# block 1

[src/rtl/pipe_adder.sv]
// pipe_adder: streaming two's-complement add/subtract, split into STAGES carry-registered chunks.
// Optional OVF/ZERO flag logic is compiled in with PIPE_ADDER_FLAGS_EN.
module pipe_adder #(
    parameter int WIDTH  = 32,
    parameter int STAGES = 4
) (
    input  logic             CLK,
    input  logic             RST_N,
    input  logic             IN_VALID,
    output logic             IN_READY,
    input  logic [WIDTH-1:0] A,
    input  logic [WIDTH-1:0] B,
    input  logic             CIN,
    input  logic             SUB,
    output logic             OUT_VALID,
    input  logic             OUT_READY,
    output logic [WIDTH-1:0] SUM,
    output logic             COUT,
    output logic             OVF,
    output logic             ZERO
);

    localparam int CW = WIDTH / STAGES;

    function automatic logic [CW:0] chunk_add(input logic [CW-1:0] a,
                                              input logic [CW-1:0] b,
                                              input logic          c);
        return {1'b0, a} + {1'b0, b} + {{CW{1'b0}}, c};
    endfunction

    logic             adv;
    logic [WIDTH-1:0] b_eff;
    logic             c0;

    // The whole pipeline advances together; it only freezes when the head beat is blocked.
    assign adv      = !(OUT_VALID && !OUT_READY);
    assign IN_READY = RST_N && adv;
    assign b_eff    = SUB ? ~B : B;
    assign c0       = SUB ? ~CIN : CIN;

`ifdef PIPE_ADDER_FLAGS_EN
    logic ovf_p;
    logic zero_p;
    assign OVF  = ovf_p;
    assign ZERO = zero_p;
`else
    assign OVF  = 1'b0;
    assign ZERO = 1'b0;
`endif

    for (genvar s = 0; s < STAGES; s++) begin : stg
        localparam int IW = WIDTH - s * CW;
        localparam int LO = (s + 1) * CW;

        logic [IW-1:0] a_in;
        logic [IW-1:0] b_in;
        logic          c_in;
        logic          v_in;
        logic [CW:0]   add;
        logic [LO-1:0] sum_nx;
        logic [LO-1:0] sum_p;
        logic          cy_p;
        logic          vld_p;

        if (s == 0) begin : g_src
            assign a_in   = A;
            assign b_in   = b_eff;
            assign c_in   = c0;
            assign v_in   = IN_VALID && IN_READY;
            assign sum_nx = add[CW-1:0];
        end else begin : g_src
            // Operand chunks not yet consumed and finished low sum chunks ride along as skew/deskew.
            assign a_in   = stg[s-1].g_up.a_p;
            assign b_in   = stg[s-1].g_up.b_p;
            assign c_in   = stg[s-1].cy_p;
            assign v_in   = stg[s-1].vld_p;
            assign sum_nx = {add[CW-1:0], stg[s-1].sum_p};
        end

        assign add = chunk_add(a_in[CW-1:0], b_in[CW-1:0], c_in);

        always_ff @(posedge CLK) begin
            if (!RST_N) begin
                vld_p <= 1'b0;
            end else if (adv) begin
                vld_p <= v_in;
            end
        end

        if (s < STAGES - 1) begin : g_up
            logic [IW-CW-1:0] a_p;
            logic [IW-CW-1:0] b_p;

            always_ff @(posedge CLK) begin
                if (adv) begin
                    a_p   <= a_in[IW-1:CW];
                    b_p   <= b_in[IW-1:CW];
                    sum_p <= sum_nx;
                    cy_p  <= add[CW];
                end
            end
        end else begin : g_out
            // Output registers load only on real beats so an empty pipe keeps the last result.
            always_ff @(posedge CLK) begin
                if (!RST_N) begin
                    sum_p <= '0;
                    cy_p  <= 1'b0;
                end else if (adv && v_in) begin
                    sum_p <= sum_nx;
                    cy_p  <= add[CW];
                end
            end

`ifdef PIPE_ADDER_FLAGS_EN
            always_ff @(posedge CLK) begin
                if (!RST_N) begin
                    ovf_p  <= 1'b0;
                    zero_p <= 1'b0;
                end else if (adv && v_in) begin
                    ovf_p  <= (a_in[CW-1] == b_in[CW-1]) && (sum_nx[WIDTH-1] != a_in[CW-1]);
                    zero_p <= ~|sum_nx;
                end
            end
`endif

            assign OUT_VALID = vld_p;
            assign SUM       = sum_p;
            assign COUT      = cy_p;
        end
    end

endmodule

[config.mk]
export PLATFORM = sky130hd
export DESIGN_NAME = pipe_adder
export DESIGN_NICKNAME = d
export VERILOG_FILES = /design/src/rtl/pipe_adder.sv
export SDC_FILE = /design/constraint.sdc
export NUM_CORES = 1
export LEC_CHECK = 0
export CORE_ASPECT_RATIO = 1.25
export CORE_UTILIZATION = 45
export CTS_CLUSTER_SIZE = 14
export DETAILED_ROUTE_END_ITERATION = 8
export MAX_ROUTING_LAYER = met4
export PLACE_DENSITY = 0.68
export SYNTH_ARGS = -nofsm -noshare
export SYNTH_HDL_FRONTEND = slang
export SYNTH_SLANG_ARGS = --single-unit
export TNS_END_PERCENT = 50
[constraint.sdc]
create_clock -name CLK -period 2.8 [get_ports CLK]
set_input_delay 0.28 -clock CLK [delete_from_list [all_inputs] [get_ports CLK]]
set_output_delay 0.28 -clock CLK [all_outputs]
set_load 0.02 [all_outputs]
Block 1, signal wires by layer:
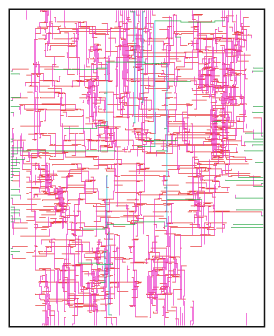
- green: met3 (wire length 510 um)
- cyan: met4 (wire length 328 um)
- magenta: met2 (wire length 5990 um)
- red: met1 (wire length 4970 um)

==> run notes <==
Summary of implementation figures.

Critical path
The critical setup path kind is reg -> reg. In this design, the largest share of critical-path delay is due to adder cells. The startpoint kind of the worst setup timing path is a flip-flop. In this run the worst setup path begins at stg[2].cy_p$_DFFE_PN_. The timing report shows the most common cell along the critical path to be fa_1. The nature of the critical path endpoint is a flip-flop. At the worst endpoint, the required time is 3.12 ns.

The signal on the critical path passes through fa_1 -> fa_1 -> a211oi_1 -> nor2_1 -> o21ai_1 -> mux2i_1 -> nand2_1.

Pwr
The net switching power in the latest report is 1.49 mW. The share of power burned in combinational logic is a little under an eighth. The leakage dissipation is approximately 3.4 nW. The analysis reports a worst IR drop on VDD of 439 uV. The internal portion of total power is 4.96 mW. Sequential cells account for 54.9% of the total power.

Synthesis
The yosys cell count is 495. In this run the biggest area consumer among cell types represents 59.7% of the synthesized area. In the synthesized netlist the dominant register cell turns out to be edfxtp_1. By count the netlist is led by edfxtp_1, nand2_1, dfxtp_1. The synthesized cell area is 0.00740 mm2. The mux contribution to synthesized area is 0.406%. Post-synthesis, Yosys gives the total cell area as approximately 0.0074 mm2. Sorting the Yosys area breakdown by cell type puts at the top edfxtp_1.

GRT
The pin count of the biggest net entering global routing is 153. The via count of the first global-routing pass was approximately 4000. The fraction of met3 tracks used by global routing is ~4.7%. In the global route stage, met2 resource usage came out at between 20% and 30%. The number of antenna violations at the first check in global routing is 0.

Routing
In the final routing, the length of wire on met1 measures approximately 5.0 mm. The topmost layer with routed signal wires is met4. In the post-route report, total wirelength is listed as 11.8 mm. The first-pass detailed-route iteration total is 6. Per the detail_route report, vias per standard cell equal around 4.7.

Cells and area
By instance count after routing, the leading logic cell types are edfxtp_1, clkdlybuf4s50_1, nand2_1. The non-filler instance count after layout is 835. The repair_antennas step left the layout with diodes totalling 0.

Clock tree
The clock tree root buffer cell is clkbuf_16. In this run, post-CTS repair resized a total of 0 instances. TritonCTS built the clock tree.

The clock sink count is 184. Looking at the worst setup and hold paths, the clock pins of their registers show a slew of 0.07 ns. Looking at the post-CTS report, the setup buffer insertion count equals 0.

Floorplanning
The total area inside the core boundary comes to between 0.015 and 0.02 mm2.

Placement
Port buffering added 104 buffers. The total instance count after detailed placement is 803.

Run status
The run finished with clean final reports.

Final timing
Measured against its own limit, the worst slew margin works out to 46.1%. The maximum clock frequency is 0.422 GHz. The final timing report counts setup violations totalling 0.
Block 1, ports around the boundary:
Pins as bars across the die edge, other pins in grey.
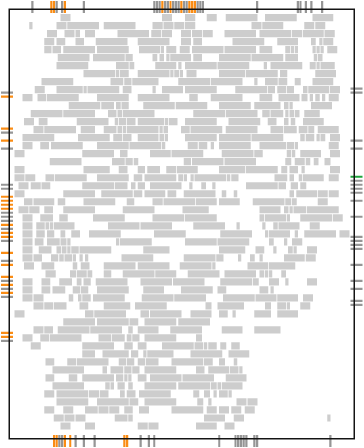
- orange: B (pins 32; direction input; edge 17 left, 9 top, 6 bottom)
- green: RST_N (pins 1; direction input; edge right)
- all pins by edge: 32 left, 32 top, 23 bottom, 20 right

## area by class of cell
cell class                      count  area [um2]
Clock buffer                       21         450
Inverter                           13        48.8
Sequential cell                   184        5150
Tap cell                          216         270
Multi-Input combinational cell    280        2060
Timing Repair Buffer              110        1090
Clock inverter                     11        92.6
Fill cell                        1343        6960
## power by group through the flow
stage	logic (mW)	clock network [mW]	registers, mW
4_1_cts	0.736	2.23	3.54
2_1_floorplan	0.466	0	3.58
5_1_grt	0.809	2.33	3.57
3_5_place_dp	0.731	0	3.60
6_report	0.730	2.18	3.54
3_3_place_gp	0.703	0	3.58

# block 2

### config.mk
export PLATFORM = sky130hd
export DESIGN_NAME = mvm_job_sched
export DESIGN_NICKNAME = d
export VERILOG_FILES = /design/src/rtl/mvm_pkg.sv /design/src/rtl/sat_acc_lane.sv /design/src/rtl/mvm_job_sched.sv
export SDC_FILE = /design/constraint.sdc
export NUM_CORES = 1
export LEC_CHECK = 0
export CAP_MARGIN = 20
export CORE_UTILIZATION = 51
export CTS_CLUSTER_DIAMETER = 100
export DETAILED_ROUTE_END_ITERATION = 10
export PLACE_DENSITY = 0.84
export SLEW_MARGIN = 40
export SYNTH_ARGS = -nofsm -noshare
export SYNTH_HDL_FRONTEND = slang
export SYNTH_SLANG_ARGS = --single-unit
### constraint.sdc
create_clock -name i_clk_udc -period 2.95 [get_ports i_clk_udc]
set_input_delay 0.59 -clock i_clk_udc [delete_from_list [all_inputs] [get_ports i_clk_udc]]
set_output_delay 0.59 -clock i_clk_udc [all_outputs]
set_load 0.01 [all_outputs]
### src/rtl/mvm_pkg.sv
// Shared types for the stochastic MVM datapath and its job scheduler.
package mvm_pkg;

    localparam int LANES = 4;
    localparam int XW    = 4;

    typedef logic [XW-1:0] nib_t;
    typedef nib_t [LANES-1:0] nib_vec_t;

    typedef enum logic [2:0] {
        IDLE,
        FETCH,
        START,
        WAIT_BUSY,
        RUN,
        DONE
    } sched_state_t;

endpackage

### src/rtl/sat_acc_lane.sv
// One lane of the job accumulator: sign-extends a 4-bit MVM result and adds it
// into a saturating ACC_W-bit two's-complement partial sum.
module sat_acc_lane
    import mvm_pkg::*;
#(
    parameter int ACC_W = 8
) (
    input  logic             i_clk_udc,
    input  logic             i_rst_udc,
    input  logic             clr,
    input  logic             en,
    input  logic [XW-1:0]    res,
    output logic [ACC_W-1:0] acc
);

    logic signed [ACC_W-1:0] acc_q;

    // One guard bit catches overflow; clamp instead of wrapping.
    function automatic logic signed [ACC_W-1:0] sat_add(
        input logic signed [ACC_W-1:0] a,
        input logic        [XW-1:0]    b
    );
        logic signed [ACC_W:0] a_ext;
        logic signed [ACC_W:0] b_ext;
        logic signed [ACC_W:0] sum;
        a_ext = {a[ACC_W-1], a};
        b_ext = {{(ACC_W + 1 - XW){b[XW-1]}}, b};
        sum   = a_ext + b_ext;
        if (sum[ACC_W] != sum[ACC_W-1]) begin
            return sum[ACC_W] ? {1'b1, {(ACC_W-1){1'b0}}} : {1'b0, {(ACC_W-1){1'b1}}};
        end
        return sum[ACC_W-1:0];
    endfunction

    always_ff @(posedge i_clk_udc or posedge i_rst_udc) begin
        if (i_rst_udc) begin
            acc_q <= '0;
        end else if (clr) begin
            acc_q <= '0;
        end else if (en) begin
            acc_q <= sat_add(acc_q, res);
        end
    end

    assign acc = acc_q;

endmodule

### src/rtl/mvm_job_sched.sv
// Job scheduler for one 4-lane stochastic MVM: fetches operands step by step,
// pulses start, samples lane results once busy falls, and returns the sums.
module mvm_job_sched
    import mvm_pkg::*;
#(
    parameter int ACC_W   = 8,
    parameter int LEN_W   = 6,
    parameter int TIMEOUT = 16
) (
    input  logic                   i_clk_udc,
    input  logic                   i_rst_udc,
    input  logic                   i_abort,
    input  logic                   i_job_valid,
    output logic                   o_job_ready,
    input  logic [LEN_W-1:0]       i_job_len,
    input  logic                   i_op_valid,
    output logic                   o_op_ready,
    input  logic [LANES*XW-1:0]    i_op_x,
    input  logic [XW-1:0]          i_op_w,
    output logic                   o_mvm_start,
    output logic [LANES*XW-1:0]    o_mvm_x,
    output logic [XW-1:0]          o_mvm_w,
    input  logic                   i_mvm_busy,
    input  logic [LANES*XW-1:0]    i_mvm_res,
    output logic                   o_res_valid,
    input  logic                   i_res_ready,
    output logic [LANES*ACC_W-1:0] o_res_acc,
    output logic                   o_res_err,
    output logic                   o_busy
);

    localparam int TMR_W = $clog2(TIMEOUT + 1);

    sched_state_t     state_q, state_d;
    logic [LEN_W-1:0] len_q;
    logic [LEN_W-1:0] step_q;
    logic [TMR_W-1:0] tmr_q;
    nib_vec_t         x_q;
    nib_t             w_q;
    logic             err_q;
    nib_vec_t         res_vec;

    logic ld_job, ld_op, tmr_clr, tmr_inc, set_err, acc_en, acc_clr;

    always_comb begin
        state_d = state_q;
        ld_job  = 1'b0;
        ld_op   = 1'b0;
        tmr_clr = 1'b0;
        tmr_inc = 1'b0;
        set_err = 1'b0;
        acc_en  = 1'b0;
        case (state_q)
            IDLE: begin
                if (i_job_valid) begin
                    ld_job  = 1'b1;
                    state_d = (i_job_len == '0) ? DONE : FETCH;
                end
            end
            FETCH: begin
                if (i_op_valid) begin
                    ld_op   = 1'b1;
                    state_d = START;
                end
            end
            START: begin
                tmr_clr = 1'b1;
                state_d = WAIT_BUSY;
            end
            WAIT_BUSY: begin
                if (i_mvm_busy) begin
                    state_d = RUN;
                end else if (tmr_q == TMR_W'(TIMEOUT - 1)) begin
                    set_err = 1'b1;
                    state_d = DONE;
                end else begin
                    tmr_inc = 1'b1;
                end
            end
            RUN: begin
                // The datapath clears its counters one cycle after busy falls,
                // so the first low-busy cycle is the only valid sample.
                if (!i_mvm_busy) begin
                    acc_en  = 1'b1;
                    state_d = (step_q == len_q - LEN_W'(1)) ? DONE : FETCH;
                end
            end
            DONE: begin
                if (i_res_ready) begin
                    state_d = IDLE;
                end
            end
            default: state_d = IDLE;
        endcase
        if (i_abort) begin
            state_d = IDLE;
            ld_job  = 1'b0;
            ld_op   = 1'b0;
            tmr_clr = 1'b0;
            tmr_inc = 1'b0;
            set_err = 1'b0;
            acc_en  = 1'b0;
        end
    end

    assign acc_clr = i_abort | ld_job;

    always_ff @(posedge i_clk_udc or posedge i_rst_udc) begin
        if (i_rst_udc) begin
            state_q <= IDLE;
        end else begin
            state_q <= state_d;
        end
    end

    always_ff @(posedge i_clk_udc or posedge i_rst_udc) begin
        if (i_rst_udc) begin
            len_q  <= '0;
            step_q <= '0;
            tmr_q  <= '0;
            x_q    <= '0;
            w_q    <= '0;
            err_q  <= 1'b0;
        end else if (i_abort) begin
            len_q  <= '0;
            step_q <= '0;
            tmr_q  <= '0;
            x_q    <= '0;
            w_q    <= '0;
            err_q  <= 1'b0;
        end else begin
            if (ld_job) begin
                len_q  <= i_job_len;
                step_q <= '0;
                err_q  <= 1'b0;
            end
            if (ld_op) begin
                x_q <= i_op_x;
                w_q <= i_op_w;
            end
            if (tmr_clr) begin
                tmr_q <= '0;
            end else if (tmr_inc) begin
                tmr_q <= tmr_q + TMR_W'(1);
            end
            if (set_err) begin
                err_q <= 1'b1;
            end
            if (acc_en) begin
                step_q <= step_q + LEN_W'(1);
            end
        end
    end

    assign res_vec = i_mvm_res;

    for (genvar l = 0; l < LANES; l++) begin : g_lane
        sat_acc_lane #(
            .ACC_W(ACC_W)
        ) u_lane (
            .i_clk_udc(i_clk_udc),
            .i_rst_udc(i_rst_udc),
            .clr      (acc_clr),
            .en       (acc_en),
            .res      (res_vec[l]),
            .acc      (o_res_acc[l*ACC_W +: ACC_W])
        );
    end

    assign o_job_ready = (state_q == IDLE);
    assign o_op_ready  = (state_q == FETCH);
    assign o_mvm_start = (state_q == START);
    assign o_res_valid = (state_q == DONE);
    assign o_busy      = (state_q != IDLE);
    assign o_mvm_x     = x_q;
    assign o_mvm_w     = w_q;
    assign o_res_err   = err_q;

endmodule

Block 2, signal wires by layer:
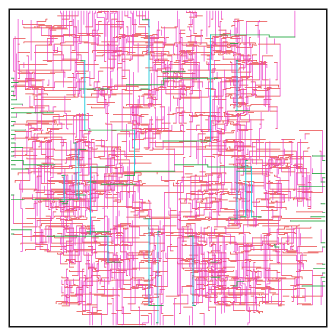
- magenta: met2 (wire length 5940 um)
- green: met3 (wire length 387 um)
- red: met1 (wire length 5120 um)
- cyan: met4 (wire length 301 um)

Block 2, clock network drawn from the DEF:
Bar = 20 um.
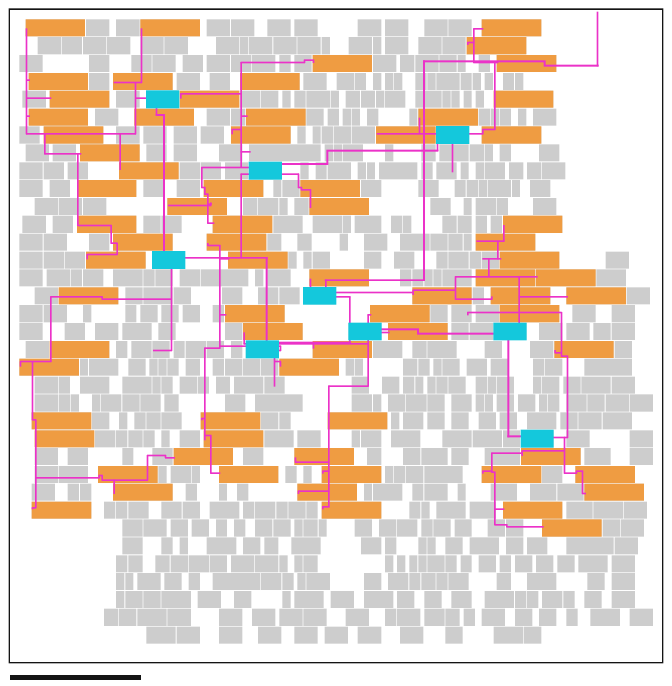
- orange: flip-flops (count 73)
- magenta: clock wires (length 901 um)
- cyan: cells driving clock nets (count 9)
- routed clock nets: 10

==> run notes <==
Summary of implementation figures.

Run status
The run finished with clean final reports.

Placement
The cell area after placement is 0.00627 mm2.

Synthesis
The number of cells reported by Yosys stat comes to 503. The total of warnings raised by yosys is 0. The post-synthesis cell count is ~500. The number of flops mapped to enable cells by yosys is 0.

Critical path
In the setup report, the worst path falls into the class in -> reg. The startpoint identified for the worst register-to-register timing path is g_lane[1].u_lane.acc[0]$_DFFE_PP0P_. The end of the worst register-to-register path is g_lane[1].u_lane.acc[5]$_DFFE_PP0P_. The category of cells accounting for the largest share of critical-path delay is AND-OR/OR-AND gates.

The critical path ends at g_lane[2].u_lane.acc[6]$_DFFE_PP0P_. Listed in order, past its start point the critical path passes clkdlybuf4s50_1 -> ha_1 -> fa_1 -> a211o_1 -> buf_4 -> a21o_1 -> a21oi_1 -> o21ai_0 -> o22ai_1 -> o31ai_1.

Routing
The number of violations reported at the end of detailed-routing iteration 0 is 230. TritonRoute output was used to compute an average wire per cell of roughly 16 um.

Min path
The min-delay analysis places its worst path in the category reg -> reg.

Pwr
The sequential power reported by the tool is 1.08 mW. The power report attributes to the clock group a share of 32.7%. The power report shows net switching accounting for between 20% and 30% of the total.

Floorplanning
Per the OpenROAD floorplan log, the height of the die is approximately 99 um. In this run the full chip footprint comes out at 0.00986 mm2.

GRT
The via count of the first global-routing pass was 4575.

Final timing
The relative max-transition margin is 50.1%.

Clock tree
CTS saw ~73 sinks. The number of levels in the clock H-tree is 3.
[area by class of cell]
| type | instances | area [um2] |
|---|---|---|
| timing repair buffer | 147 | 1380 |
| clock inverter | 7 | 78.8 |
| inverter | 12 | 45.0 |
| tap | 111 | 139 |
| multi-input combinational | 397 | 2880 |
| fill | 730 | 2730 |
| clock buffer | 9 | 124 |
| sequential | 73 | 1830 |
[per-layer routing]
layer | global-route usage, % | up-vias
met5 | 0 | -
met4 | 11.8 | 0
met3 | 4.71 | 32
met2 | 43.9 | 109
met1 | 31.1 | 2163
li1 | - | 2177

# block 3

Block 3, cells coloured by class:
Fill, decap, tap and diode cells in grey.
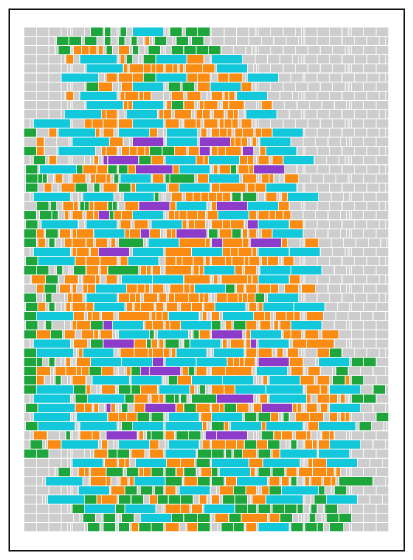
Block 3, cell placement:
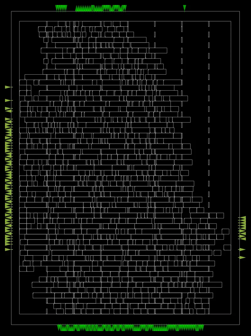
`config.mk`:
```
export PLATFORM = sky130hd
export DESIGN_NAME = csr_access_unit
export DESIGN_NICKNAME = d
export VERILOG_FILES = /design/src/rtl/csr_access_unit_pkg.sv /design/src/rtl/csr_cycle_counter.sv /design/src/rtl/csr_access_unit.sv
export SDC_FILE = /design/constraint.sdc
export NUM_CORES = 1
export LEC_CHECK = 0
export CAP_MARGIN = 25
export CORE_ASPECT_RATIO = 1.4
export CORE_MARGIN = 4
export CORE_UTILIZATION = 46
export DETAILED_ROUTE_END_ITERATION = 7
export GPL_TIMING_DRIVEN = 0
export PLACE_DENSITY = 0.89
export SLEW_MARGIN = 20
export SYNTH_ARGS = -nofsm -noshare
export SYNTH_HDL_FRONTEND = slang
export SYNTH_SLANG_ARGS = --single-unit
```
`constraint.sdc`:
```
create_clock -name clk -period 2.1 [get_ports clk]
set_input_delay 0.42 -clock clk [delete_from_list [all_inputs] [get_ports clk]]
set_output_delay 0.42 -clock clk [all_outputs]
set_load 0.01 [all_outputs]
```
`src/rtl/csr_access_unit_pkg.sv`:
```
// Shared definitions for the CSR access unit: Zicsr operation encodings,
// FSM states, counter CSR addresses and read-only address-space decode.
package csr_access_unit_pkg;

    // funct3[1:0] selects the operation; funct3[2] selects the immediate form.
    localparam logic [1:0] OP_NONE = 2'b00;
    localparam logic [1:0] OP_RW   = 2'b01;
    localparam logic [1:0] OP_RS   = 2'b10;
    localparam logic [1:0] OP_RC   = 2'b11;
    localparam int         F3_IMM_BIT = 2;

    typedef enum logic [1:0] {
        ST_IDLE = 2'd0,
        ST_READ = 2'd1,
        ST_EXEC = 2'd2,
        ST_RESP = 2'd3
    } state_t;

    // User counter addresses served from the local cycle counter.
    localparam logic [11:0] CSR_CYCLE  = 12'hC00;
    localparam logic [11:0] CSR_TIME   = 12'hC01;
    localparam logic [11:0] CSR_CYCLEH = 12'hC80;
    localparam logic [11:0] CSR_TIMEH  = 12'hC81;

    // addr[11:10] == 2'b11 marks the read-only CSR space.
    localparam logic [11:0] RO_SPACE_MASK = 12'hC00;

    localparam int CNT_W = 64;

    function automatic logic is_read_only(input logic [11:0] addr);
        return (addr & RO_SPACE_MASK) == RO_SPACE_MASK;
    endfunction

    // CSRRW/CSRRWI always write; set/clear forms write only with a nonzero source field.
    function automatic logic writes_csr(input logic [1:0] op, input logic [4:0] rs1_field);
        return (op == OP_RW) || (rs1_field != 5'd0);
    endfunction

endpackage

```
`src/rtl/csr_cycle_counter.sv`:
```
// Free-running 64-bit cycle counter, exposed as low and high words.
module csr_cycle_counter
    import csr_access_unit_pkg::*;
(
    input  logic        clk,
    input  logic        rst_n,
    output logic [31:0] lo,
    output logic [31:0] hi
);

    logic [CNT_W-1:0] count;

    // Increment every cycle out of reset; wraps naturally at 2^64.
    always_ff @(posedge clk or negedge rst_n) begin
        if (!rst_n) begin
            count <= '0;
        end else begin
            count <= count + 64'd1;
        end
    end

    assign lo = count[31:0];
    assign hi = count[63:32];

endmodule

```
`src/rtl/csr_access_unit.sv`:
```
// Sequencing front end for the CSR file: accepts one Zicsr instruction,
// reads the CSR through the registered read port, performs the
// read-modify-write and returns the old value.
module csr_access_unit
    import csr_access_unit_pkg::*;
(
    input  logic        clk,
    input  logic        rst_n,
    input  logic        req_valid,
    output logic        req_ready,
    input  logic [2:0]  req_funct3,
    input  logic [11:0] req_csr_addr,
    input  logic [4:0]  req_rs1_field,
    input  logic [31:0] req_rs1_val,
    output logic        rsp_valid,
    input  logic        rsp_ready,
    output logic [31:0] rsp_rdata,
    output logic        rsp_illegal,
    output logic [11:0] csr_rd_addr,
    input  logic [31:0] csr_rd_data,
    output logic        csr_wr_en,
    output logic [11:0] csr_wr_addr,
    output logic [31:0] csr_wr_data
);

    state_t      state, state_next;
    logic [1:0]  op;
    logic [4:0]  rs1_field;
    logic [31:0] operand;
    logic [31:0] cnt_lo, cnt_hi;
    logic [31:0] old_val, new_val;
    logic        wr_intent, illegal;

    csr_cycle_counter u_counter (
        .clk   (clk),
        .rst_n (rst_n),
        .lo    (cnt_lo),
        .hi    (cnt_hi)
    );

    // FSM state register.
    always_ff @(posedge clk or negedge rst_n) begin
        if (!rst_n) begin
            state <= ST_IDLE;
        end else begin
            state <= state_next;
        end
    end

    // Next state plus handshake and write-port outputs; the write port is idle outside EXEC.
    always_comb begin
        state_next  = state;
        req_ready   = 1'b0;
        rsp_valid   = 1'b0;
        csr_wr_en   = 1'b0;
        csr_wr_addr = 12'd0;
        csr_wr_data = 32'd0;
        case (state)
            ST_IDLE: begin
                req_ready = 1'b1;
                if (req_valid) state_next = ST_READ;
            end
            ST_READ: state_next = ST_EXEC;
            ST_EXEC: begin
                if (wr_intent && !illegal) begin
                    csr_wr_en   = 1'b1;
                    csr_wr_addr = csr_rd_addr;
                    csr_wr_data = new_val;
                end
                state_next = ST_RESP;
            end
            ST_RESP: begin
                rsp_valid = 1'b1;
                if (rsp_ready) state_next = ST_IDLE;
            end
            default: state_next = ST_IDLE;
        endcase
    end

    // Request operands: plain data captured on accept, meaningful only in READ/EXEC.
    always_ff @(posedge clk) begin
        if (state == ST_IDLE && req_valid) begin
            op        <= req_funct3[1:0];
            rs1_field <= req_rs1_field;
            operand   <= req_funct3[F3_IMM_BIT] ? {27'd0, req_rs1_field} : req_rs1_val;
        end
    end

    // Old value source, read-modify-write result and legality for the EXEC cycle.
    always_comb begin
        old_val = csr_rd_data;
        new_val = operand;
        case (csr_rd_addr)
            CSR_CYCLE,  CSR_TIME:  old_val = cnt_lo;
            CSR_CYCLEH, CSR_TIMEH: old_val = cnt_hi;
            default:               old_val = csr_rd_data;
        endcase
        case (op)
            OP_RS:   new_val = old_val | operand;
            OP_RC:   new_val = old_val & ~operand;
            default: new_val = operand;
        endcase
        wr_intent = writes_csr(op, rs1_field);
        illegal   = (op == OP_NONE) || (wr_intent && is_read_only(csr_rd_addr));
    end

    // Read address issued on accept; response registered in EXEC and held through RESP.
    always_ff @(posedge clk or negedge rst_n) begin
        if (!rst_n) begin
            csr_rd_addr <= 12'd0;
            rsp_rdata   <= 32'd0;
            rsp_illegal <= 1'b0;
        end else begin
            if (state == ST_IDLE && req_valid) begin
                csr_rd_addr <= req_csr_addr;
            end
            if (state == ST_EXEC) begin
                rsp_rdata   <= illegal ? 32'd0 : old_val;
                rsp_illegal <= illegal;
            end
        end
    end

endmodule

```
==> run notes <==
Summary of implementation figures.

Pwr
The leakage power in the latest report is 4.72 nW. The sequential share of power is 36.3%. The clock network is responsible for 27.9% of the overall power. The report lists the power per cell area as just over 1000 mW/mm2. Per report_power, the Sequential row totals 4.00 mW.

Summed over the clock group, the power is 3.07 mW.

Critical path
The timing report gives the biggest stage delay along the critical path as 0.42 ns. Listed in order, past its start point the critical path passes nor4_4 -> nand4_1 -> buf_6 -> buf_12 -> mux2i_2 -> or3b_4 -> a21oi_2 -> buf_2. Data arrives at the worst endpoint at approximately 2.6 ns. The startpoint identified for the worst register-to-register timing path is u_counter.count[0]$_DFF_PN0_. The number of cells on the worst reg-to-reg path is 8.

Cells and area
The net count of the finished layout is 1003. The number of diodes is 0. The number of buffers outside the clock class in the layout is between 200 and 250. The non-clock inverters instantiated in the layout total 46. The area growth from synthesis to layout is 40.8%.

Synthesis
The post-synthesis cell count is 694. Before any placement, the netlist area is recorded as 0.00760 mm2. The synthesis-stage register bit count is around 150. The synthesized design spends more area on one cell type than any other, namely dfrtp_1. The top cell type's share of synthesized area is 36.5%.

Yosys reports a chip area of 0.00760 mm2.

Routing
In the per-layer breakdown of the detailed-route log, met1 shows 8.20 mm. The detailed route wirelength on metal3 is 1.41 mm. The per-cell via count in the routed design is 5.73.

Floorplanning
The total I/O pin count is roughly 180. The width of the chip is 117 um. The effective utilization at floorplan is 47.0%.

Final timing
The critical path in the final layout is reported with a setup slack of -0.873 ns. In the final report, the number of endpoints failing setup comes to 45. For the pin with the worst max-slew slack, the measured transition is between 0.5 and 0.6 ns. The minimum clock period after layout is 2.97 ns. After layout, the setup clock skew is reported as 0.0136 ns.

GRT
The met1 usage in global routing is 27.5%. The met2 global-route usage is a little over two fifths. For this run, the total global-route usage over all layers was measured as around a quarter. The final global-route overflow total is 0.

Run status
The final reports fail on setup timing. The flow ran to the end, but the final reports show violations.

Placement
The placer congestion estimate is ~0.89. Detailed placement ended at an HPWL of between 15 and 20 mm. During placement, the flow inserted port buffers numbering 179.
Notes on 'cells coloured by class' of block 3 above:
- green: other buffers and delay cells (cells 228)
- cyan: flip-flops (cells 150)
- purple: clock drivers and dummy loads (cells 32)
- orange: all other logic (cells 514)

Notes on 'cell placement' of block 3 above:
number of cell rows: 55
final sequential cell count: 150
fraction of area in registers: 36.9%

[kinds of logic (layout without fill, tap and decap cells)]
logic type	after synthesis	after routing	synth area share (%)
xor gates and xnor gates	62	62	7.14
and+or+nand+nor	251	251	20.2
DFF	150	150	51.9
buffers and inverters	76	306	3.88
adders and majority gates	4	4	0.658
AOI/OAI and AO/OA	77	77	5.73
muxes	74	74	10.4
[flip-flops by register name, indices dropped and copies added (netlist names)]
| name | count |
|---|---|
| u_counter.count | 64 |
| state | 2 |
| rs1_field | 5 |
| rsp_rdata | 32 |
| operand | 32 |
| rsp_illegal | 1 |
| csr_rd_addr | 12 |
| op | 2 |

Power and IR drop assume default switching activity.
